=== weight_tile_loader ===
**weight_tile_loader: clock network drawn from the DEF**

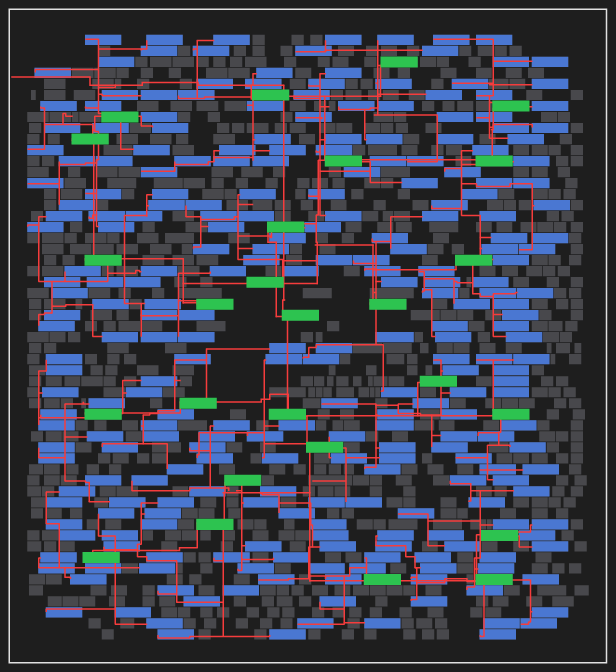

<file path="src/rtl/weight_tile_loader.sv">
// Packs a DATA_WIDTH-bit valid/ready stream into TILE_WIDTH-bit tiles and writes one full weight buffer.
// Optional protocol checking of wbuf_writing_done is enabled by defining WEIGHT_TILE_LOADER_CHECK_EN.
module weight_tile_loader #(
    parameter int BUFFER_WIDTH = 1024,
    parameter int BUFFER_COUNT = 2,
    parameter int TILE_WIDTH   = 256,
    parameter int DATA_WIDTH   = 8
) (
    input  logic                            clk,
    input  logic                            reset_n,
    input  logic                            start,
    input  logic [$clog2(BUFFER_COUNT)-1:0] buffer_sel,
    input  logic                            in_valid,
    input  logic [DATA_WIDTH-1:0]           in_data,
    output logic                            in_ready,
    output logic                            wbuf_write_enable,
    output logic [TILE_WIDTH-1:0]           wbuf_write_data,
    output logic [$clog2(BUFFER_COUNT)-1:0] wbuf_write_buffer,
    input  logic                            wbuf_writing_done,
    output logic                            busy,
    output logic                            done,
    output logic                            error
);

    localparam int TILE_BYTES = TILE_WIDTH / DATA_WIDTH;
    localparam int TILE_COUNT = BUFFER_WIDTH / TILE_WIDTH;
    localparam int ELEM_W     = (TILE_BYTES > 1) ? $clog2(TILE_BYTES) : 1;
    localparam int TCNT_W     = (TILE_COUNT > 1) ? $clog2(TILE_COUNT) : 1;
    localparam logic [31:0] LAST_ELEM = 32'(TILE_BYTES - 1);
    localparam logic [31:0] LAST_TILE = 32'(TILE_COUNT - 1);

    typedef enum logic [1:0] {
        IDLE,
        PACK,
        WRITE,
        FINISH
    } state_t;

    state_t              state;
    state_t              state_nxt;
    logic [ELEM_W-1:0]   elem_cnt;
    logic [TCNT_W-1:0]   tile_cnt;
    logic [TILE_WIDTH-1:0] tile_sr;
    logic                accept;
    logic                last_elem;
    logic                last_tile;

    assign last_elem = (32'(elem_cnt) == LAST_ELEM);
    assign last_tile = (32'(tile_cnt) == LAST_TILE);

    always_ff @(posedge clk or negedge reset_n) begin
        if (!reset_n) begin
            state <= IDLE;
        end else begin
            state <= state_nxt;
        end
    end

    always_comb begin
        state_nxt         = state;
        in_ready          = 1'b0;
        wbuf_write_enable = 1'b0;
        busy              = 1'b1;
        done              = 1'b0;
        accept            = 1'b0;
        case (state)
            IDLE: begin
                busy = 1'b0;
                if (start) begin
                    accept    = 1'b1;
                    state_nxt = PACK;
                end
            end
            PACK: begin
                in_ready = 1'b1;
                if (in_valid && last_elem) begin
                    state_nxt = WRITE;
                end
            end
            WRITE: begin
                wbuf_write_enable = 1'b1;
                state_nxt         = last_tile ? FINISH : PACK;
            end
            FINISH: begin
                done      = 1'b1;
                state_nxt = IDLE;
            end
            default: state_nxt = IDLE;
        endcase
    end

    // Elements shift in from the top, so after TILE_BYTES transfers element 0 sits at bits [DATA_WIDTH-1:0].
    always_ff @(posedge clk or negedge reset_n) begin
        if (!reset_n) begin
            elem_cnt          <= '0;
            tile_cnt          <= '0;
            tile_sr           <= '0;
            wbuf_write_buffer <= '0;
        end else begin
            if (accept) begin
                wbuf_write_buffer <= buffer_sel;
                elem_cnt          <= '0;
                tile_cnt          <= '0;
            end
            if (in_valid && in_ready) begin
                tile_sr  <= {in_data, tile_sr[TILE_WIDTH-1:DATA_WIDTH]};
                elem_cnt <= elem_cnt + 1'b1;
            end
            if (wbuf_write_enable) begin
                elem_cnt <= '0;
                tile_cnt <= tile_cnt + 1'b1;
            end
        end
    end

    assign wbuf_write_data = tile_sr;

`ifdef WEIGHT_TILE_LOADER_CHECK_EN
    logic err_evt;

    // The buffer file must report completion exactly in the FINISH cycle and never elsewhere.
    assign err_evt = (wbuf_writing_done && (state != FINISH)) ||
                     ((state == FINISH) && !wbuf_writing_done);

    always_ff @(posedge clk or negedge reset_n) begin
        if (!reset_n) begin
            error <= 1'b0;
        end else if (err_evt) begin
            error <= 1'b1;
        end else if (accept) begin
            error <= 1'b0;
        end
    end

`ifndef SYNTHESIS
    always_ff @(posedge clk) begin
        if (reset_n && err_evt) begin
            $error("weight_tile_loader: wbuf_writing_done out of step with FINISH");
        end
    end
`endif
`else
    logic unused_writing_done;

    assign unused_writing_done = wbuf_writing_done;
    assign error               = 1'b0;
`endif

endmodule
</file>
<file path="config.mk">
export PLATFORM = sky130hd
export DESIGN_NAME = weight_tile_loader
export DESIGN_NICKNAME = d
export VERILOG_FILES = /design/src/rtl/weight_tile_loader.sv
export SDC_FILE = /design/constraint.sdc
export NUM_CORES = 1
export LEC_CHECK = 0
export CORE_ASPECT_RATIO = 1.1
export CORE_MARGIN = 4
export CORE_UTILIZATION = 48
export CTS_BUF_LIST = sky130_fd_sc_hd__clkbuf_8 sky130_fd_sc_hd__clkbuf_16
export DETAILED_ROUTE_END_ITERATION = 8
export PLACE_DENSITY_LB_ADDON = 0.15
export SLEW_MARGIN = 20
export SYNTH_ARGS = -nofsm -noshare
export SYNTH_HDL_FRONTEND = slang
export SYNTH_SLANG_ARGS = --single-unit
export TNS_END_PERCENT = 30
</file>
<file path="constraint.sdc">
create_clock -name clk -period 1.8 [get_ports clk]
set_input_delay 0.36 -clock clk [delete_from_list [all_inputs] [get_ports clk]]
set_output_delay 0.36 -clock clk [all_outputs]
set_load 0.02 [all_outputs]
</file>
=== in_debounce ===
`config.mk`:
```
export PLATFORM = sky130hd
export DESIGN_NAME = in_debounce
export DESIGN_NICKNAME = d
export VERILOG_FILES = /design/src/rtl/in_debounce.sv
export SDC_FILE = /design/constraint.sdc
export NUM_CORES = 1
export LEC_CHECK = 0
export CELL_PAD_IN_SITES_DETAIL_PLACEMENT = 1
export CELL_PAD_IN_SITES_GLOBAL_PLACEMENT = 1
export CORE_AREA = 2 2 39 41
export CTS_CLUSTER_SIZE = 24
export DETAILED_ROUTE_END_ITERATION = 12
export DIE_AREA = 0 0 41 43
export DONT_BUFFER_PORTS = 1
export GPL_TIMING_DRIVEN = 0
export PLACE_DENSITY = 0.55
export SETUP_SLACK_MARGIN = 0.3
export SLEW_MARGIN = 20
export SYNTH_ARGS = -nofsm -noshare
export SYNTH_HDL_FRONTEND = slang
export SYNTH_SLANG_ARGS = --single-unit
export TNS_END_PERCENT = 1
```
`constraint.sdc`:
```
create_clock -name clk_i -period 2 [get_ports clk_i]
set_input_delay 0.4 -clock clk_i [delete_from_list [all_inputs] [get_ports clk_i]]
set_output_delay 0.4 -clock clk_i [all_outputs]
set_load 0.05 [all_outputs]
```
`src/rtl/in_debounce.sv`:
```
// Input conditioner: synchroniser chain, 4-state debounce FSM and stability counter.
// Optional rise_o/fall_o edge pulses are built when IN_DEBOUNCE_EDGE_EN is defined.
module in_debounce #(
  parameter int unsigned SYNC_STAGES     = 2,
  parameter int unsigned DEBOUNCE_CYCLES = 16
) (
  input  logic clk_i,
  input  logic rst_i,
  input  logic raw_i,
  output logic out_o
`ifdef IN_DEBOUNCE_EDGE_EN
  ,
  output logic rise_o,
  output logic fall_o
`endif
);

  localparam int unsigned CNT_W = $clog2(DEBOUNCE_CYCLES);
  localparam logic [CNT_W-1:0] CNT_LAST = CNT_W'(DEBOUNCE_CYCLES - 1);
  localparam logic [CNT_W-1:0] CNT_ONE  = CNT_W'(1);

  typedef enum logic [1:0] {
    LOW_STABLE  = 2'b00,
    CHECK_HIGH  = 2'b01,
    HIGH_STABLE = 2'b10,
    CHECK_LOW   = 2'b11
  } state_t;

  logic [SYNC_STAGES-1:0] sync_q;
  logic                   s;
  state_t                 state_q, state_d;
  logic [CNT_W-1:0]       cnt_q, cnt_d;
  logic                   out_q, out_d;

  always_ff @(posedge clk_i or negedge rst_i) begin
    if (!rst_i) begin
      sync_q <= '0;
    end else begin
      sync_q <= {sync_q[SYNC_STAGES-2:0], raw_i};
    end
  end

  assign s = sync_q[SYNC_STAGES-1];

  always_ff @(posedge clk_i or negedge rst_i) begin
    if (!rst_i) begin
      state_q <= LOW_STABLE;
      cnt_q   <= '0;
      out_q   <= 1'b0;
    end else begin
      state_q <= state_d;
      cnt_q   <= cnt_d;
      out_q   <= out_d;
    end
  end

  // cnt holds the number of consecutive candidate samples already seen
  always_comb begin
    state_d = state_q;
    cnt_d   = cnt_q;
    out_d   = out_q;
    case (state_q)
      LOW_STABLE: begin
        if (s) begin
          state_d = CHECK_HIGH;
          cnt_d   = CNT_ONE;
        end else begin
          cnt_d = '0;
        end
      end
      CHECK_HIGH: begin
        if (!s) begin
          state_d = LOW_STABLE;
          cnt_d   = '0;
        end else if (cnt_q == CNT_LAST) begin
          state_d = HIGH_STABLE;
          out_d   = 1'b1;
          cnt_d   = '0;
        end else begin
          cnt_d = cnt_q + 1'b1;
        end
      end
      HIGH_STABLE: begin
        if (!s) begin
          state_d = CHECK_LOW;
          cnt_d   = CNT_ONE;
        end else begin
          cnt_d = '0;
        end
      end
      CHECK_LOW: begin
        if (s) begin
          state_d = HIGH_STABLE;
          cnt_d   = '0;
        end else if (cnt_q == CNT_LAST) begin
          state_d = LOW_STABLE;
          out_d   = 1'b0;
          cnt_d   = '0;
        end else begin
          cnt_d = cnt_q + 1'b1;
        end
      end
      default: begin
        state_d = LOW_STABLE;
        cnt_d   = '0;
        out_d   = 1'b0;
      end
    endcase
  end

  assign out_o = out_q;

`ifdef IN_DEBOUNCE_EDGE_EN
  logic rise_q, fall_q;

  // Pulses register alongside out_q so they coincide with its first new-value cycle
  always_ff @(posedge clk_i or negedge rst_i) begin
    if (!rst_i) begin
      rise_q <= 1'b0;
      fall_q <= 1'b0;
    end else begin
      rise_q <= out_d & ~out_q;
      fall_q <= ~out_d & out_q;
    end
  end

  assign rise_o = rise_q;
  assign fall_o = fall_q;
`endif

endmodule

```

==> layout pictures side by side <==
Cells by drive strength.
Plate I
Scale bar: 10 microns.
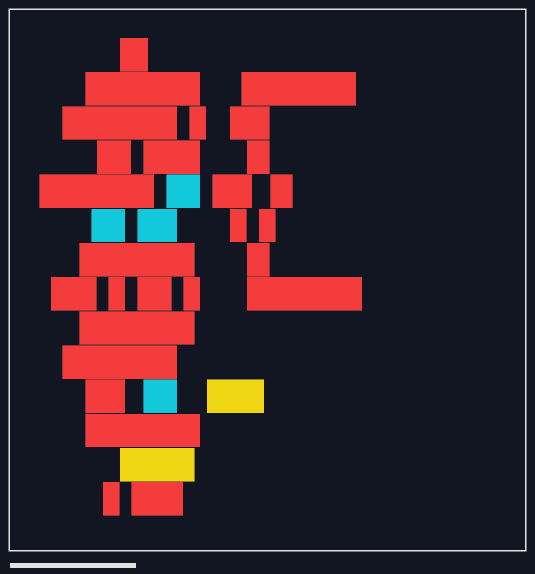
Plate II
Scale bar: 50 microns.
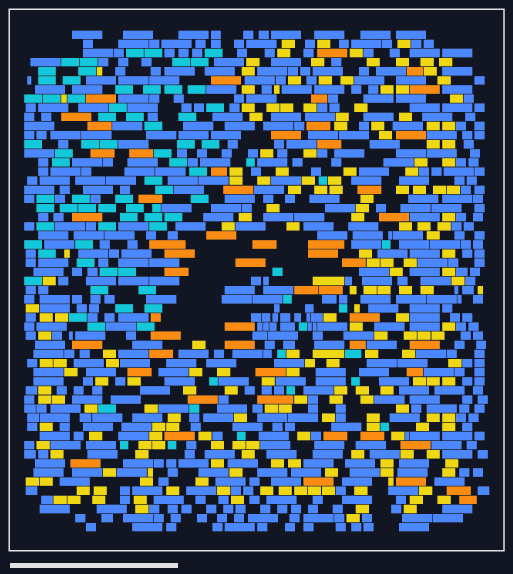
The one with the largest die is Plate II.
| picture | from |
|---|---|
| Plate II | weight_tile_loader |
| Plate I | in_debounce |

Key to Plate II:
size	color	cells	share
drive 6 and up	orange	54	6.0%
drive 1 or less	blue	563	62%
drive 2	yellow	205	23%
drive 3 to 4	cyan	84	9.3%

**in_debounce: selected gate families**

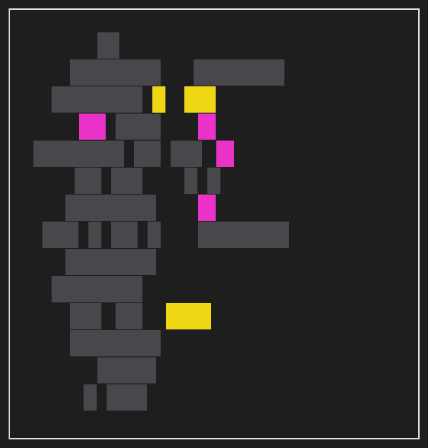
family	color	cells
inverting AOI/OAI gates	magenta	4
NAND gates	yellow	3

**in_debounce: cell classes on the final placement**

Scale bar: 10 microns.
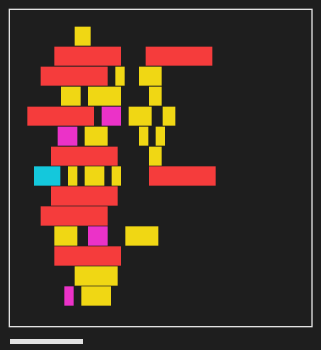
class	color	cells
other buffers and delay cells	cyan	1
flip-flops	red	9
clock drivers and dummy loads	magenta	4
all other logic	yellow	19

==> ci_impl_report.md, in_debounce <==
## PnR job results

| Metric | Value |
|---|---|
| Cell area leaders | `dfrtp_1, xor2_2, ha_1` |
| Core Area | `1380 sq um` |
| Int Pwr | `0.271 mW` |
| Syn Inst Count | `28` |
| Normalized max-slew margin | `66.2%` |
| Net Sw Frac | `21.6%` |
| I/O Buffers | `0` |
| Final WS setup | `0.691 ns` |
| Pre-CTS setup slack | `0.693 ns` |
| Gpl congestion | `0.655` |
| Final hold violations | `0` |
| Tapcell Cnt | `16` |
| Die width | `41 microns` |
| Clock share of power | `39.9%` |
| First-pass DRT Iterations | `2` |
| Status | `completed` |
| Arr. time, crit path | `0.91 ns` |
| Comb pwr share | `4.1%` |
| Clock root cell | `clkbuf_4` |
| First-pass GRT wire length | `1210 microns` |
| # rows | `14` |
-- in_debounce: logic make-up after synthesis --
kind of cell    synth area share [%]
simple gates                    12.9
compound gates                  10.5
xor+xnor                        6.80
mux                             3.06
flops                           61.2
fa+ha+maj                       3.40
buf+inv                         2.04
-- in_debounce: worst register-to-register path, cell delays in order (launching register included) --
cell and delay, ns:
dfrtp_1 0.39, ha_1 0.25, nand4_2 0.15, o21a_1 0.21, o22a_1 0.19
-- in_debounce: routing by layer --
layer	up-vias	share of wire, %
met5	-	0
met4	0	0
met3	0	4.3
met2	5	58
met1	122	37
li1	104	-
-- in_debounce: path summary, 6_finish.rpt --
kind / startpoint / end / slack [ns] / depth (start not counted)
setup / recovery: out_o$_DFFE_PN0P_ / out_o / 0.69 / 0
hold / removal: raw_i / sync_q[0]$_DFF_PN0_ / 0.17 / 0
setup reg to reg: cnt_q[0]$_DFF_PN0_ / out_o$_DFFE_PN0P_ / 0.69 / 4
hold reg to reg: sync_q[0]$_DFF_PN0_ / sync_q[1]$_DFF_PN0_ / 0.37 / 0
max in group asynchronous: rst_i / cnt_q[2]$_DFF_PN0_ / 1.20 / 1
min in group asynchronous: rst_i / async pin / 0.50 / 1
**weight_tile_loader: clock nets**

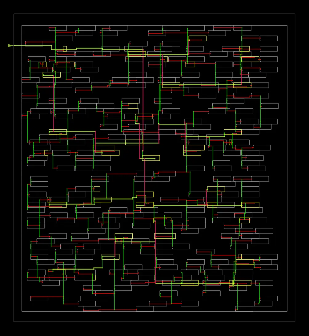
TritonCTS buffer count: 26
Setup Skew: 0.0117 ns

Notes on 'clock network drawn from the DEF' of weight_tile_loader above:
[clock wires] red | length: 3,070 microns
[flip-flops] blue | count: 266
[cells driving clock nets] green | count: 26
flops lie	spread over the die
Insertion Delay late pin: 0.52 ns
clock share of power: 22.6%
Clock group: 5.59 mW

==> ci_impl_report.md, weight_tile_loader <==
## PnR job results

| Metric | Value |
|---|---|
| Tot GR Track Use | `roughly a fifth` |
| Maximum buffer depth of the clock tree | `3` |
| Total Wirelength | `23,300 microns` |
| Clock network area share | `approximately 6.3%` |
| CTS sink cnt | `266` |
| Worst hold path class | `input port to async pin` |
| Worst-path clk slew | `0.06 ns` |
| Int Pwr | `roughly 16 mW` |
| Final ANT Viol Nets | `0` |
| Yosys cell types | `24` |
| Layout cell share with drive strength beyond 1 | `37.9%` |
| Core Area | `between 20,000 and 25,000 sq um` |
| Die area | `23,700 sq um` |
| Largest net degree at the start of global routing | `between 50 and 60` |
| Met1 Usage GRT | `24.6%` |
| CTS tree | `yes` |
| Worst path depth | `2` |
| FF-to-FF setup slack | `about 0.11 ns` |
| Cell count in the Yosys report | `585` |
| Asr flop ratio synth | `100%` |
| Critical Path RT | `1.44 ns` |
| Arr. time, crit path | `1.40 ns` |
| Die width | `~150 microns` |
| First-pass GRT wire length | `between 30,000 and 40,000 microns` |
| Maximum vdd ir drop | `roughly 0.0011 V` |
| Vias per std cell | `5.02` |
| Post-Syn Area | `10,200 sq um` |
| Die H | `161 microns` |
| GR Layer Usage met2 | `33.3%` |
| Max-Cap Viols | `0` |
| I/O Buffers | `roughly 270` |
| Status | `completed` |
| Cell area leaders | `dfrtp_1, mux2_2, mux2_4` |
| Routed length per instance | `just under 20 microns` |
| # rows | `~55` |
| Startpoint Class | `flop` |
| Max incr delay on CP | `0.46 ns` |
| Final Setup Violations | `0` |
| Worst setup endpoint | `done` |
| Reg2reg end | `wbuf_write_data[197]$_DFFE_PN0P_` |
| Max Slew Vio Count | `0` |
weight_tile_loader: worst register-to-register path, stage by stage, from the launching register on:
cell      delay (ns)
dfrtp_2         0.44
buf_4           0.15
nand3b_1        0.26
buf_12          0.23
buf_12          0.19
mux2_4          0.31
weight_tile_loader: through the flow:
step | cells | power [mW] | hold slack (ns)
finish | 1191 | 24.7 | 0.360
global route | 1191 | 26.0 | 0.366
CTS | 1191 | 25.1 | 0.354
detailed placement | 1143 | 21.0 | 0.304
global placement | 1143 | 20.7 | 0.300
floorplan | 585 | 15.2 | 0.0644
weight_tile_loader: sequential cells by signal (all words and copies together) (netlist names):
| name | cells |
|---|---|
| tile_cnt | 2 |
| state | 2 |
| wbuf_write_buffer | 1 |
| wbuf_write_data | 256 |
| elem_cnt | 5 |
weight_tile_loader: power by group through the flow:
stage,Combinational (mW),Sequential [mW],Clock [mW]
6_report,9.19,9.95,5.59
5_1_grt,9.69,10.3,6.01
4_1_cts,9.33,10.0,5.73
3_5_place_dp,10.8,10.2,0
3_3_place_gp,10.6,10.0,0
2_1_floorplan,2.88,12.3,0

=== merge2_arb ===
**merge2_arb: clock network drawn from the DEF**

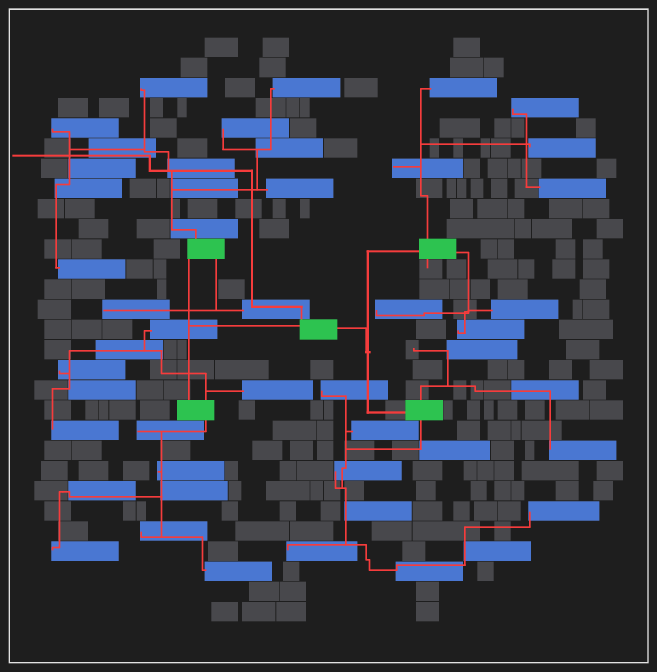

===== config.mk =====
export PLATFORM = sky130hd
export DESIGN_NAME = merge2_arb
export DESIGN_NICKNAME = d
export VERILOG_FILES = /design/src/rtl/merge2_arb_pkg.sv /design/src/rtl/merge2_arb_flit_buf1.sv /design/src/rtl/merge2_arb.sv
export SDC_FILE = /design/constraint.sdc
export NUM_CORES = 1
export LEC_CHECK = 0
export ABC_AREA = 0
export CORE_AREA = 3 3 83 85
export DETAILED_ROUTE_END_ITERATION = 6
export DIE_AREA = 0 0 86 88
export PLACE_DENSITY = 0.62
export SETUP_SLACK_MARGIN = 0.5
export SLEW_MARGIN = 5
export SYNTH_ARGS = -nofsm -noshare
export SYNTH_HDL_FRONTEND = slang
export SYNTH_SLANG_ARGS = --single-unit
export TNS_END_PERCENT = 100

===== constraint.sdc =====
create_clock -name clk -period 1.95 [get_ports clk]
set_input_delay 0.195 -clock clk [delete_from_list [all_inputs] [get_ports clk]]
set_output_delay 0.195 -clock clk [all_outputs]
set_load 0.01 [all_outputs]

===== src/rtl/merge2_arb_pkg.sv =====
// Shared definitions for the two-input round-robin flit merger.
package merge2_arb_pkg;

    // Flit layout: [8:5] address, [4:0] payload
    localparam int unsigned FLIT_W  = 9;
    localparam int unsigned ADDR_HI = 8;
    localparam int unsigned ADDR_LO = 5;

    // Source-select encoding carried on out_sel
    localparam logic SEL_IN0 = 1'b0;
    localparam logic SEL_IN1 = 1'b1;

    // Output register control
    typedef enum logic {
        StEmpty = 1'b0,
        StHold  = 1'b1
    } out_state_e;

    // Extract the address field of a flit
    function automatic logic [ADDR_HI-ADDR_LO:0] flit_addr(input logic [FLIT_W-1:0] flit);
        return flit[ADDR_HI:ADDR_LO];
    endfunction

endpackage


===== src/rtl/merge2_arb_flit_buf1.sv =====
// One-entry input buffer: holds a single flit plus a full flag.
// A drain and a new accept may happen on the same edge.
module flit_buf1 #(
    parameter int unsigned W = 9
) (
    input  logic         clk,
    input  logic         rst,
    input  logic [W-1:0] in_data,
    input  logic         in_valid,
    output logic         in_ready,
    input  logic         drain,
    output logic         full,
    output logic [W-1:0] data
);

    logic         full_q, full_d;
    logic [W-1:0] data_q, data_d;

    // Ready while empty or while the held flit leaves this cycle
    assign in_ready = ~full_q | drain;
    assign full     = full_q;
    assign data     = data_q;

    // Next-state: accept takes priority, since it also covers refill-on-drain
    always_comb begin
        full_d = full_q;
        data_d = data_q;
        if (in_valid && in_ready) begin
            full_d = 1'b1;
            data_d = in_data;
        end else if (drain) begin
            full_d = 1'b0;
        end
    end

    // Buffer state register
    always_ff @(posedge clk or posedge rst) begin
        if (rst) begin
            full_q <= 1'b0;
            data_q <= '0;
        end else begin
            full_q <= full_d;
            data_q <= data_d;
        end
    end

endmodule


===== src/rtl/merge2_arb.sv =====
// Two-input round-robin merger: two one-entry input buffers feed a single
// output register; per-input saturating grant counters track deliveries.
module merge2_arb
    import merge2_arb_pkg::*;
#(
    parameter int unsigned W  = FLIT_W,
    parameter int unsigned CW = 8
) (
    input  logic          clk,
    input  logic          rst,
    input  logic [W-1:0]  in0_data,
    input  logic          in0_valid,
    output logic          in0_ready,
    input  logic [W-1:0]  in1_data,
    input  logic          in1_valid,
    output logic          in1_ready,
    output logic [W-1:0]  out_data,
    output logic          out_sel,
    output logic          out_valid,
    input  logic          out_ready,
    output logic [CW-1:0] gcnt0,
    output logic [CW-1:0] gcnt1
);

    logic         full0, full1;
    logic [W-1:0] buf0, buf1;
    logic         out_free, grant_any, winner, grant0, grant1, xfer;

    out_state_e    state_q, state_d;
    logic          ptr_q, ptr_d;
    logic [W-1:0]  data_q, data_d;
    logic          sel_q, sel_d;
    logic [CW-1:0] gcnt0_q, gcnt0_d, gcnt1_q, gcnt1_d;

    flit_buf1 #(.W(W)) u_buf0 (
        .clk      (clk),
        .rst      (rst),
        .in_data  (in0_data),
        .in_valid (in0_valid),
        .in_ready (in0_ready),
        .drain    (grant0),
        .full     (full0),
        .data     (buf0)
    );

    flit_buf1 #(.W(W)) u_buf1 (
        .clk      (clk),
        .rst      (rst),
        .in_data  (in1_data),
        .in_valid (in1_valid),
        .in_ready (in1_ready),
        .drain    (grant1),
        .full     (full1),
        .data     (buf1)
    );

    assign out_valid = (state_q == StHold);
    assign out_data  = data_q;
    assign out_sel   = sel_q;
    assign gcnt0     = gcnt0_q;
    assign gcnt1     = gcnt1_q;
    assign xfer      = out_valid & out_ready;

    // Round-robin arbitration whenever the output register can take a flit
    always_comb begin
        out_free  = (state_q == StEmpty) | out_ready;
        grant_any = out_free & (full0 | full1);
        winner    = (full0 & full1) ? ptr_q : full1;
        grant0    = grant_any & (winner == SEL_IN0);
        grant1    = grant_any & (winner == SEL_IN1);
    end

    // Output register control and next-state
    always_comb begin
        state_d = state_q;
        ptr_d   = ptr_q;
        data_d  = data_q;
        sel_d   = sel_q;
        if (grant_any) begin
            data_d = winner ? buf1 : buf0;
            sel_d  = winner;
            ptr_d  = ~winner;
        end
        unique case (state_q)
            StEmpty: if (grant_any) state_d = StHold;
            StHold:  if (out_ready && !grant_any) state_d = StEmpty;
            default: state_d = StEmpty;
        endcase
    end

    // Saturating per-source delivery counters
    always_comb begin
        gcnt0_d = gcnt0_q;
        gcnt1_d = gcnt1_q;
        if (xfer && (sel_q == SEL_IN0) && (gcnt0_q != '1)) gcnt0_d = gcnt0_q + CW'(1);
        if (xfer && (sel_q == SEL_IN1) && (gcnt1_q != '1)) gcnt1_d = gcnt1_q + CW'(1);
    end

    // State registers
    always_ff @(posedge clk or posedge rst) begin
        if (rst) begin
            state_q <= StEmpty;
            ptr_q   <= 1'b0;
            data_q  <= '0;
            sel_q   <= 1'b0;
            gcnt0_q <= '0;
            gcnt1_q <= '0;
        end else begin
            state_q <= state_d;
            ptr_q   <= ptr_d;
            data_q  <= data_d;
            sel_q   <= sel_d;
            gcnt0_q <= gcnt0_d;
            gcnt1_q <= gcnt1_d;
        end
    end

endmodule


=== uart_rx_word_buffer ===
==> config.mk <==
export PLATFORM = sky130hd
export DESIGN_NAME = uart_rx_word_buffer
export DESIGN_NICKNAME = d
export VERILOG_FILES = /design/src/rtl/uart_pkg.sv /design/src/rtl/sync_fifo.sv /design/src/rtl/uart_rx_word_buffer.sv
export SDC_FILE = /design/constraint.sdc
export NUM_CORES = 1
export LEC_CHECK = 0
export CAP_MARGIN = 20
export CORE_ASPECT_RATIO = 1.4
export CORE_MARGIN = 8
export CORE_UTILIZATION = 34
export CTS_BUF_LIST = sky130_fd_sc_hd__clkbuf_8
export CTS_CLUSTER_DIAMETER = 30
export DETAILED_ROUTE_END_ITERATION = 8
export RECOVER_POWER = 100
export SLEW_MARGIN = 10
export SYNTH_ARGS = -nofsm -noshare
export SYNTH_HDL_FRONTEND = slang
export SYNTH_SLANG_ARGS = --single-unit
==> constraint.sdc <==
create_clock -name clock -period 2.9 [get_ports clock]
set_input_delay 0.29 -clock clock [delete_from_list [all_inputs] [get_ports clock]]
set_output_delay 0.29 -clock clock [all_outputs]
set_load 0.005 [all_outputs]
==> src/rtl/uart_pkg.sv <==
// Shared UART word-buffer types and widths.
// Byte/word geometry and RX buffer FSM states.
package uart_pkg;

  localparam int BYTES_PER_WORD = 4;
  localparam int BYTE_W         = 8;
  localparam int WORD_W         = BYTES_PER_WORD * BYTE_W;

  typedef enum logic [0:0] {
    IDLE    = 1'b0,
    COLLECT = 1'b1
  } rxbuf_state_t;

endpackage

==> src/rtl/sync_fifo.sv <==
// First-word-fall-through synchronous FIFO.
// Ports: clock, reset (async low), push/push_data, pop, flush,
//   head_data, count, full, empty.
module sync_fifo #(
  parameter int WIDTH = 32,
  parameter int DEPTH = 4
) (
  input  logic                       clock,
  input  logic                       reset,
  input  logic                       push,
  input  logic [WIDTH-1:0]           push_data,
  input  logic                       pop,
  input  logic                       flush,
  output logic [WIDTH-1:0]           head_data,
  output logic [$clog2(DEPTH):0]     count,
  output logic                       full,
  output logic                       empty
);

  localparam int AW = $clog2(DEPTH);

  logic [WIDTH-1:0] mem_q [DEPTH];
  logic [AW-1:0]    wr_q, wr_d;
  logic [AW-1:0]    rd_q, rd_d;
  logic [AW:0]      cnt_q, cnt_d;
  logic             do_push;
  logic             do_pop;

  assign empty = (cnt_q == '0);
  assign full  = (cnt_q == (AW+1)'(DEPTH));
  assign count = cnt_q;

  // Empty FIFO presents zero rather than stale storage.
  assign head_data = empty ? '0 : mem_q[rd_q];

  assign do_pop  = pop && !empty && !flush;
  // Full is fine when the head leaves in the same cycle.
  assign do_push = push && !flush && (!full || do_pop);

  always_comb begin
    wr_d  = wr_q;
    rd_d  = rd_q;
    cnt_d = cnt_q;
    if (flush) begin
      wr_d  = '0;
      rd_d  = '0;
      cnt_d = '0;
    end else begin
      if (do_push) wr_d = wr_q + AW'(1);
      if (do_pop)  rd_d = rd_q + AW'(1);
      unique case (1'b1)
        do_push && !do_pop: cnt_d = cnt_q + (AW+1)'(1);
        do_pop && !do_push: cnt_d = cnt_q - (AW+1)'(1);
        default:            cnt_d = cnt_q;
      endcase
    end
  end

  always_ff @(posedge clock or negedge reset) begin
    if (!reset) begin
      wr_q  <= '0;
      rd_q  <= '0;
      cnt_q <= '0;
    end else begin
      wr_q  <= wr_d;
      rd_q  <= rd_d;
      cnt_q <= cnt_d;
    end
  end

  always_ff @(posedge clock) begin
    if (do_push) mem_q[wr_q] <= push_data;
  end

endmodule

==> src/rtl/uart_rx_word_buffer.sv <==
// Packs UART RX bytes into little-endian 32-bit words and queues them.
// Ports: clock, reset, wb_flag/wb_data in; word_data/valid/ready, count, byte_index, overflow, frame_error.
module uart_rx_word_buffer
  import uart_pkg::*;
#(
  parameter int DEPTH          = 4,
  parameter int TIMEOUT_CYCLES = 50000
) (
  input  logic                     clock,
  input  logic                     reset,
  input  logic                     wb_flag,
  input  logic [7:0]               wb_data,
  input  logic                     clear,
  output logic [31:0]              word_data,
  output logic                     word_valid,
  input  logic                     word_ready,
  output logic [$clog2(DEPTH):0]   count,
  output logic [1:0]               byte_index,
  output logic                     overflow,
  output logic                     frame_error
);

  localparam int TW = (TIMEOUT_CYCLES > 2) ? $clog2(TIMEOUT_CYCLES) : 1;

  rxbuf_state_t      state_q, state_d;
  logic [1:0]        idx_q, idx_d;
  logic [WORD_W-1:0] lane_q, lane_d;
  logic [TW-1:0]     timer_q, timer_d;
  logic              ovf_q, ovf_d;
  logic              fe_q, fe_d;

  logic              fifo_full;
  logic              fifo_empty;
  logic              pop;
  logic              push;
  logic              timeout_hit;
  logic [WORD_W-1:0] push_word;

  assign pop        = word_ready && !fifo_empty && !clear;
  assign push_word  = {wb_data, lane_q[23:0]};
  // Timer holds k-1 at the k-th idle edge; the discard edge is TIMEOUT_CYCLES-1.
  assign timeout_hit = (timer_q == TW'(TIMEOUT_CYCLES - 2));

  always_comb begin
    state_d = state_q;
    idx_d   = idx_q;
    lane_d  = lane_q;
    timer_d = timer_q;
    ovf_d   = ovf_q;
    fe_d    = fe_q;
    push    = 1'b0;
    if (clear) begin
      state_d = IDLE;
      idx_d   = '0;
      timer_d = '0;
      ovf_d   = 1'b0;
      fe_d    = 1'b0;
    end else begin
      unique case (state_q)
        IDLE: begin
          if (wb_flag) begin
            lane_d[7:0] = wb_data;
            idx_d       = 2'd1;
            timer_d     = '0;
            state_d     = COLLECT;
          end
        end
        COLLECT: begin
          if (wb_flag) begin
            timer_d = '0;
            if (idx_q == 2'd3) begin
              if (!fifo_full || pop) push  = 1'b1;
              else                   ovf_d = 1'b1;
              idx_d   = '0;
              state_d = IDLE;
            end else begin
              lane_d[{idx_q, 3'b000} +: BYTE_W] = wb_data;
              idx_d = idx_q + 2'd1;
            end
          end else if (timeout_hit) begin
            idx_d   = '0;
            timer_d = '0;
            fe_d    = 1'b1;
            state_d = IDLE;
          end else begin
            timer_d = timer_q + TW'(1);
          end
        end
        default: state_d = IDLE;
      endcase
    end
  end

  always_ff @(posedge clock or negedge reset) begin
    if (!reset) begin
      state_q <= IDLE;
      idx_q   <= '0;
      lane_q  <= '0;
      timer_q <= '0;
      ovf_q   <= 1'b0;
      fe_q    <= 1'b0;
    end else begin
      state_q <= state_d;
      idx_q   <= idx_d;
      lane_q  <= lane_d;
      timer_q <= timer_d;
      ovf_q   <= ovf_d;
      fe_q    <= fe_d;
    end
  end

  sync_fifo #(
    .WIDTH (WORD_W),
    .DEPTH (DEPTH)
  ) u_fifo (
    .clock     (clock),
    .reset     (reset),
    .push      (push),
    .push_data (push_word),
    .pop       (pop),
    .flush     (clear),
    .head_data (word_data),
    .count     (count),
    .full      (fifo_full),
    .empty     (fifo_empty)
  );

  assign word_valid  = !fifo_empty;
  assign byte_index  = idx_q;
  assign overflow    = ovf_q;
  assign frame_error = fe_q;

endmodule
**merge2_arb: cell classes on the final placement**

Scale bar: 20 microns.
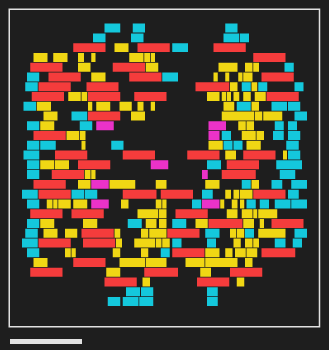
class	color	cells
clock drivers and dummy loads	magenta	8
flip-flops	red	48
other buffers and delay cells	cyan	76
all other logic	yellow	121

About 'clock network drawn from the DEF' of merge2_arb:
[clock wires] red | length: 614 microns
[flip-flops] blue | count: 48
[cells driving clock nets] green | count: 5
flops lie	spread over the die
clock share of power: 15.1%
Insertion Delay late pin: 0.30 ns
Setup Skew: 0.00526 ns
Clock group: 0.627 mW

==> ci_impl_report.md, merge2_arb <==
## PnR job results

| Metric | Value |
|---|---|
| Area after DPL | `2780 sq um` |
| Die width | `86 microns` |
| Core Area | `about 6300 sq um` |
| Met3 global-route usage | `5.27%` |
| Leak | `1.51 nW` |
| Most common reg cell | `dfrtp_1` |
| Cell count in the Yosys report | `173` |
| Fillcell total | `592` |
| Metal2 WL | `2010 microns` |
| Top cells by count, synth | `dfrtp_1, mux2_2, nand2_1` |
| PD cells | `around 1300 nW/um^2` |
| Cell taking the most area after synthesis | `dfrtp_1` |
| Most numerous logic cell after layout | `dfrtp_1` |
| Final HPWL DP | `2920 microns` |
| Psw | `1.37 mW` |
| H-tree levels | `2` |
| Top Layout Cells | `dfrtp_1, clkdlybuf4s50_1, buf_4` |
| Status | `completed` |
| FF-to-FF path depth | `5` |
| Tcrit/Tclk final | `around 75%` |
| Slew @ Worst Pin | `roughly 0.46 ns` |
| Setup TNS | `0 ns` |
| Comb pwr share | `44.1%` |
| Clock root cell | `clkbuf_8` |
| Post-synth EDFFs | `0` |
| Die area | `about 7600 sq um` |
| Post-Syn Nets | `198` |
| Final WS setup | `around 0.5 ns` |
| GRT overflow | `0` |
| # hold bufs at CTS | `0` |
| Layout cell share with drive strength beyond 1 | `between 30 and 40%` |
| Worst hold path class | `input port to async pin` |
| Final hold violations | `0` |
merge2_arb: cell type report:
| cell class | count | area (sq um) | area share [%] |
|---|---|---|---|
| tap | 77 | 96.3 | 3.03 |
| timing repair buffer | 76 | 761 | 23.9 |
| clock buffer | 6 | 82.6 | 2.59 |
| sequential | 48 | 1210 | 38.0 |
| inverter | 3 | 11.3 | 0.354 |
| multi-input combinational | 118 | 1010 | 31.7 |
| clock inverter | 2 | 13.8 | 0.432 |
merge2_arb: cell families after synthesis:
| family | after synthesis | share of synthesized area, % |
|---|---|---|
| AND-OR/OR-AND | 27 | 7.93 |
| XOR/XNOR | 4 | 1.63 |
| adder cells (fa/ha/maj) | 2 | 1.17 |
| buffers and inverters | 7 | 1.69 |
| flip-flops | 48 | 56.0 |
| multiplexers | 34 | 17.4 |
| AND/OR/NAND/NOR | 51 | 14.1 |
merge2_arb: worst max-delay path: stages (launching register included):
cell and delay, ns:
dfrtp_2 0.48, and2_4 0.19, o21ai_4 0.17, buf_6 0.12
merge2_arb: repair_timing:
action                     CTS  global route
setup endpoints to repair   43            34
gates cloned                 0             0
pin swaps                    1             9
gates resized               31            30
buffers inserted            18             3
**uart_rx_word_buffer: clock nets**

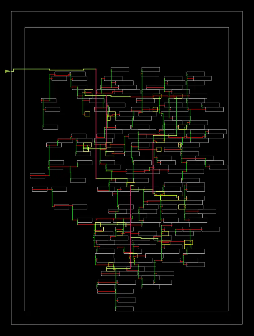
flop count: 180
CTS sink cnt: 180
Setup Skew: 0.0160 ns
TritonCTS buffer count: 17

==> ci_impl_report.md, uart_rx_word_buffer <==
## PnR job results

| Metric | Value |
|---|---|
| Status | `completed` |
| Setup TNS | `0 ns` |
| # hold bufs at CTS | `1` |
| Final Net Count | `about 580` |
| Non-clock buffering overhead | `7.37%` |
| Final HPWL DP | `slightly below 10,000 microns` |
| Cell taking the most area after synthesis | `edfxtp_1` |
| Most common reg cell | `edfxtp_1` |
| CTS tree | `yes` |
| Worst R2R Start | `byte_index[0]$_DFFE_PN0P_` |
| Layout cell share with drive strength beyond 1 | `15.3%` |
| Asr flop ratio synth | `28.9%` |
| Logic area | `2190 sq um` |
| Tapcell Cnt | `297` |
| Final core utilization | `slightly above 40%` |
| Startpoint Class | `flop` |
| Tot GR Track Use | `approximately an eighth` |
| Maximum vdd ir drop | `0.000292 V` |
| Top Layout Cells | `edfxtp_1, nand2_1, dfrtp_1` |
| Worst hold path class | `flop to flop` |
| Critical Path RT | `2.61 ns` |
| Area growth, synth to finish | `16.6%` |
| Insertion Delay late pin | `0.46 ns` |
| Max incr delay on CP | `between 0.6 and 0.7 ns` |
| Clock root cell | `clkbuf_8` |
| Die width | `142 microns` |
| I/O Buffers | `52` |
| Worst path cell trace | `buf_12 -> mux4_2 -> and2_0 -> clkdlybuf4s50_1` |
| Post-Syn Nets | `523` |
| YS warnings | `0` |
[uart_rx_word_buffer: registers in the layout, summed over array words and instances, names as in the netlist]
name          cells
u_fifo.mem_q    128
lane_q           24
timer_q          16
u_fifo.count      3
byte_index        2
u_fifo.rd_q       2
u_fifo.wr_q       2
frame_error       1
overflow          1
state_q           1
[uart_rx_word_buffer: power by group]
group / leakage, nW / internal, mW / switching (mW)
clock network: 0.187 / 0.704 / 0.922
logic: 0.894 / 0.0559 / 0.0855
registers: 1.87 / 2.79 / 0.0390
[uart_rx_word_buffer: logic make-up (layout without fill, tap and decap cells)]
group | Yosys count | after routing | synth area share, %
adder cells (fa/ha/maj) | 11 | 11 | 1.93
multiplexers | 35 | 35 | 9.96
buffers and inverters | 43 | 113 | 2.44
flip-flops | 180 | 180 | 68.3
XOR/XNOR | 5 | 5 | 0.581
AND/OR/NAND/NOR | 147 | 147 | 10.4
AND-OR/OR-AND | 78 | 78 | 6.47
[uart_rx_word_buffer: layer usage]
metal | vias to the layer above | GRT usage, % | wire length [microns]
met5 | - | 0 | 0
met1 | 2173 | 13.1 | 6390
li1 | 1990 | - | -
met3 | 22 | 3.08 | 525
met4 | 0 | 4.48 | 223
met2 | 84 | 21.6 | 8110

==> screenshots <==
Cells by drive strength.
shot_01.png
Scale bar: 20 microns.
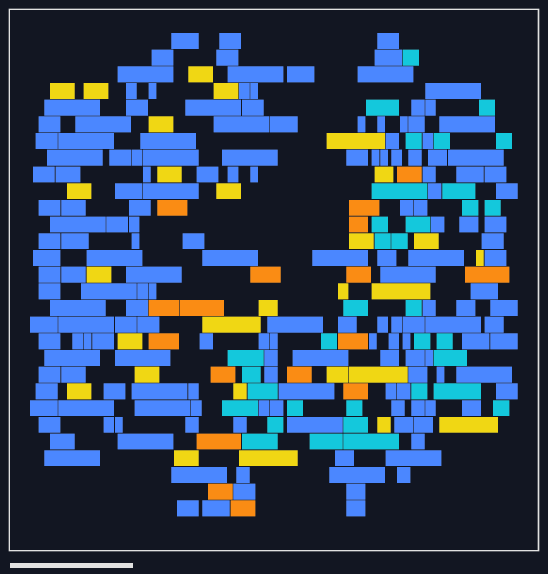
shot_02.png
Scale bar: 50 microns.
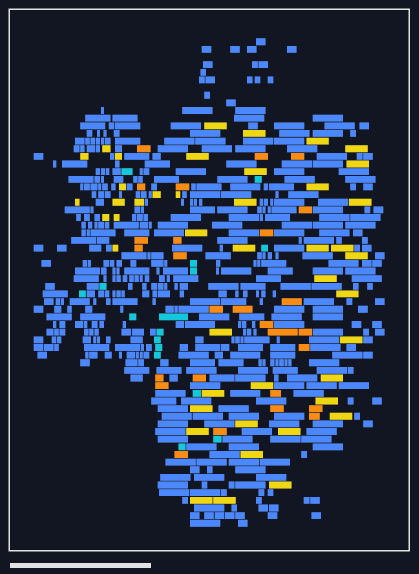
Of these, most cells: shot_02.png
| from | picture |
|---|---|
| merge2_arb | shot_01.png |
| uart_rx_word_buffer | shot_02.png |

Key to shot_02.png:
size	color	cells	share
drive 2	yellow	44	7.7%
drive 6 and up	orange	27	4.7%
drive 1 or less	blue	482	85%
drive 3 to 4	cyan	16	2.8%


=== instruction_mem ===
**instruction_mem: clock nets**

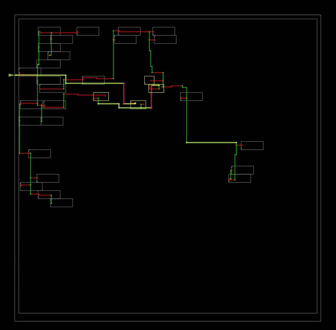

**src/rtl/instruction_mem.sv**
```systemverilog
// Instruction register plus execute stage for the 8-bit CPU.
// Stage p1 holds the latched instruction {opcode, a, b} and produces the
// combinational ALU result from it. Stage p2 holds the write-back copy of
// that result.
module instruction_mem (
  input  logic       clk,
  input  logic       rst,
  input  logic [7:0] a,
  input  logic [7:0] b,
  input  logic [2:0] opcode,
  output logic [2:0] alu_sel,
  output logic [7:0] alu_out,
  output logic       carry_out,
  output logic [7:0] data_out
);

  localparam int DATA_W = 8;
  localparam int OP_W   = 3;

  localparam logic [OP_W-1:0] OP_ADD = 3'b000;
  localparam logic [OP_W-1:0] OP_SUB = 3'b001;
  localparam logic [OP_W-1:0] OP_AND = 3'b010;
  localparam logic [OP_W-1:0] OP_OR  = 3'b011;
  localparam logic [OP_W-1:0] OP_XOR = 3'b100;
  localparam logic [OP_W-1:0] OP_MUL = 3'b101;
  localparam logic [OP_W-1:0] OP_DIV = 3'b110;
  localparam logic [OP_W-1:0] OP_CMP = 3'b111;

  // Unsigned ALU. The returned vector is {flag, result}; the flag is the
  // carry for ADD, the borrow for SUB, the overflow for MUL and the
  // divide-by-zero error for DIV. It is zero for all other operations.
  function automatic logic [DATA_W:0] alu_eval(
    input logic [OP_W-1:0]   op,
    input logic [DATA_W-1:0] x,
    input logic [DATA_W-1:0] y
  );
    logic [DATA_W:0]     sum;
    logic [2*DATA_W-1:0] prod;
    logic [DATA_W:0]     res;
    sum  = {1'b0, x} + {1'b0, y};
    prod = {{DATA_W{1'b0}}, x} * {{DATA_W{1'b0}}, y};
    res  = '0;
    case (op)
      OP_ADD: res = sum;
      OP_SUB: res = {(x < y), x - y};
      OP_AND: res = {1'b0, x & y};
      OP_OR:  res = {1'b0, x | y};
      OP_XOR: res = {1'b0, x ^ y};
      // Any set bit in the upper byte means the product does not fit.
      OP_MUL: res = {(prod[2*DATA_W-1:DATA_W] != '0), prod[DATA_W-1:0]};
      // Division by zero saturates the quotient and raises the error flag.
      OP_DIV: res = (y == '0) ? {1'b1, {DATA_W{1'b1}}} : {1'b0, x / y};
      // One-hot compare: bit2 less-than, bit1 equal, bit0 greater-than.
      OP_CMP: res = {1'b0, 5'b0, (x < y), (x == y), (x > y)};
      default: res = '0;
    endcase
    return res;
  endfunction

  logic [OP_W-1:0]   r_op_p1;
  logic [DATA_W-1:0] r_a_p1;
  logic [DATA_W-1:0] r_b_p1;
  logic [DATA_W:0]   w_res_p1;
  logic [DATA_W-1:0] r_data_p2;

  // ---- stage p1: instruction register, loaded every cycle out of reset
  always_ff @(posedge clk) begin
    if (rst) begin
      r_op_p1 <= '0;
      r_a_p1  <= '0;
      r_b_p1  <= '0;
    end else begin
      r_op_p1 <= opcode;
      r_a_p1  <= a;
      r_b_p1  <= b;
    end
  end

  // Execute the registered instruction; never looks at the live inputs.
  always_comb begin
    w_res_p1 = alu_eval(r_op_p1, r_a_p1, r_b_p1);
  end

  // ---- stage p2: write-back copy of the ALU result
  always_ff @(posedge clk) begin
    if (rst) begin
      r_data_p2 <= '0;
    end else begin
      r_data_p2 <= w_res_p1[DATA_W-1:0];
    end
  end

  assign alu_sel   = r_op_p1;
  assign alu_out   = w_res_p1[DATA_W-1:0];
  assign carry_out = w_res_p1[DATA_W];
  assign data_out  = r_data_p2;

endmodule

```
**config.mk**
```make
export PLATFORM = sky130hd
export DESIGN_NAME = instruction_mem
export DESIGN_NICKNAME = d
export VERILOG_FILES = /design/src/rtl/instruction_mem.sv
export SDC_FILE = /design/constraint.sdc
export NUM_CORES = 1
export LEC_CHECK = 0
export CORE_UTILIZATION = 56
export DETAILED_ROUTE_END_ITERATION = 10
export GPL_TIMING_DRIVEN = 0
export PLACE_DENSITY = 0.8
export SYNTH_ARGS = -nofsm -noshare
export SYNTH_HDL_FRONTEND = slang
export SYNTH_SLANG_ARGS = --single-unit
```
**constraint.sdc**
```tcl
create_clock -name clk -period 13 [get_ports clk]
set_input_delay 3.25 -clock clk [delete_from_list [all_inputs] [get_ports clk]]
set_output_delay 3.25 -clock clk [all_outputs]
set_load 0.02 [all_outputs]
```
=== spin_detector ===
--- src/rtl/test_completion_monitor_spin_detector.sv ---
// Spin-loop detector: tracks an anchor fetch address and counts consecutive
// enabled fetches that land inside [anchor, anchor+STALL_WINDOW).
//   clk, rst_n : clock, asynchronous active-low reset
//   clr        : re-arm pulse, zeroes anchor and counter
//   en         : qualified fetch strobe (only while the test is running)
//   addr       : fetch address
//   halt_hit   : this fetch brings the in-window count up to STALL_LIMIT
module spin_detector #(
  parameter int ALEN         = 32,
  parameter int STALL_WINDOW = 12,
  parameter int STALL_LIMIT  = 256
) (
  input  logic            clk,
  input  logic            rst_n,
  input  logic            clr,
  input  logic            en,
  input  logic [ALEN-1:0] addr,
  output logic            halt_hit
);

  localparam int SC_W = (STALL_LIMIT < 1) ? 1 : $clog2(STALL_LIMIT + 1);
  localparam logic [SC_W-1:0] LIM    = SC_W'(STALL_LIMIT);
  localparam logic [SC_W-1:0] LIM_M1 = SC_W'((STALL_LIMIT > 0) ? STALL_LIMIT - 1 : 0);

  logic [ALEN-1:0] anchor;
  logic [SC_W-1:0] stall_cnt;
  logic            in_win;

  // Modular difference covers anchor+window wrapping past the top of memory.
  assign in_win   = (addr - anchor) < ALEN'(STALL_WINDOW);
  assign halt_hit = (STALL_LIMIT != 0) && en && in_win && (stall_cnt == LIM_M1);

  always_ff @(posedge clk or negedge rst_n) begin
    if (!rst_n) begin
      anchor    <= '0;
      stall_cnt <= '0;
    end else if (clr) begin
      anchor    <= '0;
      stall_cnt <= '0;
    end else if (en) begin
      if (in_win) begin
        // Saturate so a disabled limit never wraps the counter.
        if (stall_cnt != LIM) stall_cnt <= stall_cnt + 1'b1;
      end else begin
        anchor    <= addr;
        stall_cnt <= '0;
      end
    end
  end

endmodule

--- config.mk ---
export PLATFORM = sky130hd
export DESIGN_NAME = spin_detector
export DESIGN_NICKNAME = d
export VERILOG_FILES = /design/src/rtl/test_completion_monitor_spin_detector.sv
export SDC_FILE = /design/constraint.sdc
export NUM_CORES = 1
export LEC_CHECK = 0
export ABC_AREA = 1
export ABC_CLOCK_PERIOD_IN_PS = 6000
export CAP_MARGIN = 20
export CORE_AREA = 8 8 137 139
export DETAILED_ROUTE_END_ITERATION = 12
export DIE_AREA = 0 0 145 147
export SLEW_MARGIN = 20
export SYNTH_ARGS = -nofsm -noshare
export SYNTH_HDL_FRONTEND = slang
export SYNTH_SLANG_ARGS = --single-unit
--- constraint.sdc ---
create_clock -name clk -period 6 [get_ports clk]
set_input_delay 1.8 -clock clk [delete_from_list [all_inputs] [get_ports clk]]
set_output_delay 1.8 -clock clk [all_outputs]
set_load 0.02 [all_outputs]
**spin_detector: pin map**

Pins as bars across the die edge, other pins in gray.
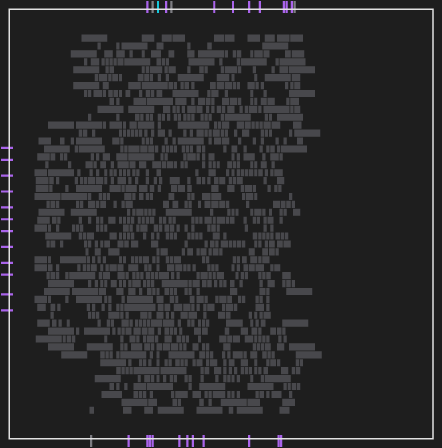
port	color	pins	direction	edge
halt_hit	cyan	1	output	top
addr	purple	32	input	12 left, 11 bottom, 9 top
all pins by edge	13 top, 12 bottom, 12 left

**spin_detector: cells by drive strength**

Scale bar: 50 microns.
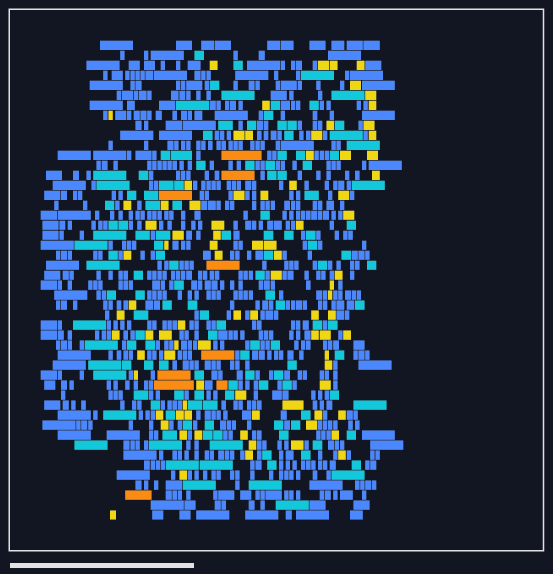
size	color	cells	share
drive 2	yellow	87	8.4%
drive 6 and up	orange	9	0.87%
drive 3 to 4	cyan	136	13%
drive 1 or less	blue	799	77%

==> ci_impl_report.md, spin_detector <==
## PnR job results

| Metric | Value |
|---|---|
| Worst-path clk slew | `approximately 0.06 ns` |
| Mux cell area share after synthesis | `0%` |
| Clock root cell | `clkbuf_16` |
| Die H | `147 microns` |
| Reg2reg end | `stall_cnt[8]$_DFFE_PN0P_` |
| Die area | `around 21,000 sq um` |
| Crit Path Class | `input port to primary output` |
| Non-filler cells, final | `1,256` |
| # IOs | `37` |
| DRC | `0` |
| First-pass DRT Iterations | `5` |
| Arr. time, crit path | `4.09 ns` |
| Area growth, synth to finish | `43.5%` |
| XOR Share, Synth | `under 10%` |
| Status | `completed` |
| Largest net degree at the start of global routing | `46` |
| Top Layout Cells | `nand2_1, inv_1, buf_4` |
| Area leader share | `29.2%` |
| Int Pwr | `0.810 mW` |
| Final Net Count | `1,099` |
| Top power group | `combinational cells` |
| Tcrit/Tclk final | `98.1%` |
| FF-to-FF setup slack | `2.97 ns` |
| Final HPWL DP | `11,900 microns` |
| Setup Skew | `0.00800 ns` |
| OpenROAD warnings | `27` |
| Share of power burned in registers | `22.9%` |
| Final Setup Violations | `0` |
| Area after DPL | `6170 sq um` |
| Min-delay src | `anchor[11]$_DFFE_PN0P_` |
| Worst hold path class | `flop to flop` |
| Die width | `145 microns` |
| CP endpoint kind | `primary output` |
| Max incr delay on CP | `0.47 ns` |
| I/O Buffers | `36` |
| Clock group | `0.370 mW` |
| Pre-CTS setup slack | `-0.570 ns` |
==> spin_detector: timing repair <==
action | in CTS | in global routing
pin swaps | 8 | 11
setup endpoints to repair | 1 | 1
resized | 65 | 65
cloned | 0 | 0
hold endpoints to repair | 0 | 0
setup buffers | 0 | 2
==> spin_detector: state kept, by name, summed over array words and instances, names as in the netlist <==
name,count
anchor,32
stall_cnt,9
==> spin_detector: area by class of cell <==
type,instances,area [sq um],share of cell area (%)
Sequential cell,41,1030,14.6
Multi-Input combinational cell,648,3640,51.7
Timing Repair Buffer,132,1130,16.1
Clock buffer,5,125,1.78
Clock inverter,3,68.8,0.979
Tap cell,225,282,4.00
Inverter,202,758,10.8
==> spin_detector: per-layer routing <==
layer | global-route usage (%) | vias up | part of all wire (%) | routed length [microns]
li1 | - | 2959 | - | -
met1 | 18.0 | 2434 | 47 | 7120
met2 | 25.3 | 71 | 48 | 7330
met3 | 1.63 | 18 | 3.2 | 481
met4 | 4.21 | 0 | 1.6 | 248
met5 | 0 | - | 0 | 0
**instruction_mem: met4 routing**

Scale bar: 20 microns.
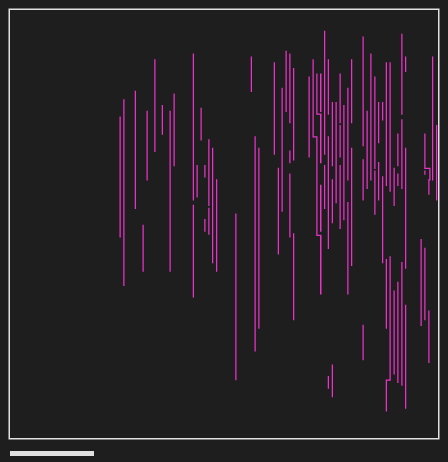
wire length on this layer	1,640 microns
main direction	vertical
Total Wirelength: 22,300 microns
Via Count: 6,131

## Picture notes: 'clock nets' of instruction_mem
Clock group: 0.0546 mW
CTS sink cnt: 27
clkbuf count: 3
Setup Skew: 0.00741 ns
Insertion Delay late pin: 0.29 ns

==> ci_impl_report.md, instruction_mem <==
## PnR job results

| Metric | Value |
|---|---|
| # IOs | `41` |
| Die area | `about 10,000 sq um` |
| Achievable Freq | `slightly above 0.07 GHz` |
| Clock share of power | `under 10%` |
| Initial antenna violation count | `1` |
| Cell taking the most area after synthesis | `ha_1` |
| CP endpoint kind | `primary output` |
| FP Util | `57.6%` |
| Die H | `102 microns` |
| Leak | `3.16 nW` |
| Final Setup Violations | `2` |
| DRC | `0` |
| Chip Area, Yosys | `5600 sq um` |
| Final HPWL DP | `approximately 13,000 microns` |
| Area after DPL | `6180 sq um` |
| # hold bufs at CTS | `0` |
| Maximum buffer depth of the clock tree | `2` |
| Status | `finished, violations left` |
| TritonCTS buffer count | `3` |
| Top Layout Cells | `ha_1, nor2_1, inv_1` |
| CP max FO | `7` |
| Clock network area share | `0.696%` |
| Routed length per instance | `24.1 microns` |
| Failing checks | `setup timing` |
| Tmin final | `~14 ns` |
| Min-delay src | `alu_sel[2]$_SDFF_PP0_` |
| RSZ-0062 raised after global routing | `yes` |
| PD cells | `128 nW/um^2` |
| Most numerous logic cell after layout | `ha_1` |
| Max Slew Vio Count | `0` |
| Critical Path RT | `9.75 ns` |
| Top power group | `combinational cells` |
| Yosys cell types | `around 70` |
| Max-Cap Viols | `0` |
| Reg2reg end | `data_out[0]$_SDFF_PP0_` |
| Gpl congestion | `0.924` |
| Clock root cell | `clkbuf_8` |
| Nonclk buf count | `106` |
| Non-filler cells, final | `approximately 900` |
| Max incr delay on CP | `0.49 ns` |
| Worst hold path class | `flop to flop` |
| Largest net degree at the start of global routing | `18` |
| CP startpoint | `r_b_p1[0]$_SDFF_PP0_` |
| Final WS setup | `-1.13 ns` |
| Non-clock buffering overhead | `11.6%` |
## instruction_mem: critical path, delay by kind of cell (launching register included)
kind,cells,cell delay [ns]
compound gates,24,4.96
buf+inv,5,0.61
fa+ha+maj,8,2.16
mux,3,1.13
simple gates,8,1.28
flops,1,0.41
## instruction_mem: cells in the mapped netlist, types with 3 or more instances
master,number
o21bai_1,4
or4_1,4
nand3_1,8
fa_1,38
nand2b_1,13
o31ai_1,7
o41ai_1,3
o21a_1,9
a221oi_1,5
o21ai_0,28
and2_1,4
a31oi_1,6
o311ai_0,3
xnor2_1,13
a211oi_1,9
mux2_2,8
nor2_1,80
ha_1,99
a21o_1,11
inv_1,81
clkbuf_1,22
nor2b_1,35
o22ai_1,5
mux2i_1,8
clkinv_1,7
xor2_1,9
dfxtp_1,27
or3_1,5
nand2_1,33
or2_2,3
nor3_1,18
a21oi_1,44
o211ai_1,6
## instruction_mem: cells by family after synthesis
kind of cell	count (synthesis)	synth area share [%]
compound gates	173	21.2
xor+xnor	22	3.44
fa+ha+maj	137	35.7
buf+inv	112	7.64
flops	27	9.65
mux	18	3.51
simple gates	216	18.9


==> gallery <==
Pin map.
Pins as bars across the die edge, other pins in gray.
(a)
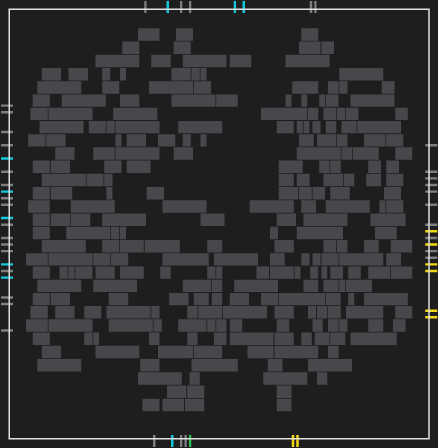
(b)
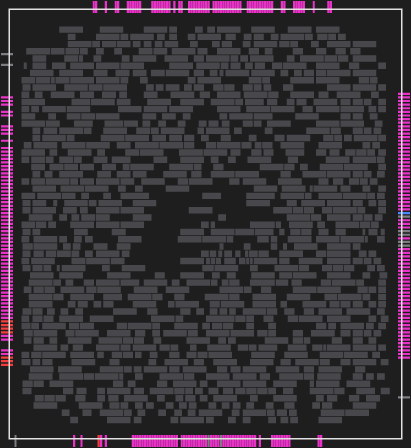
(c)
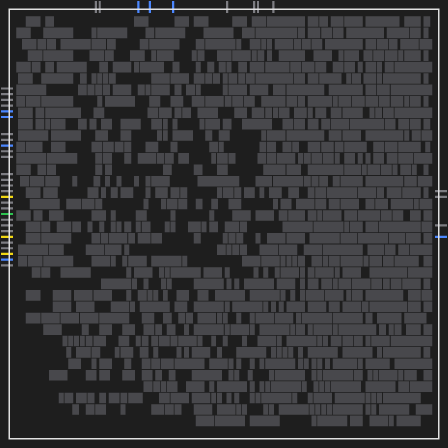
(d)
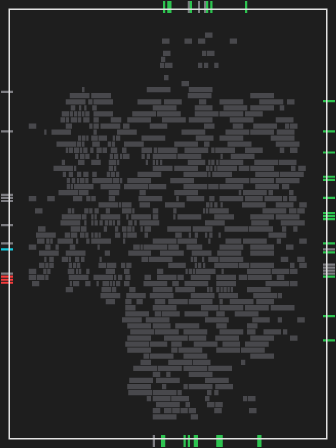
(d) is uart_rx_word_buffer.
(b) is weight_tile_loader.
(c) is instruction_mem.
(a) is merge2_arb.
- fewest pins: (c)
- most pins: (b)

Power figures rest on the tool's default switching activity, not on a simulated workload.
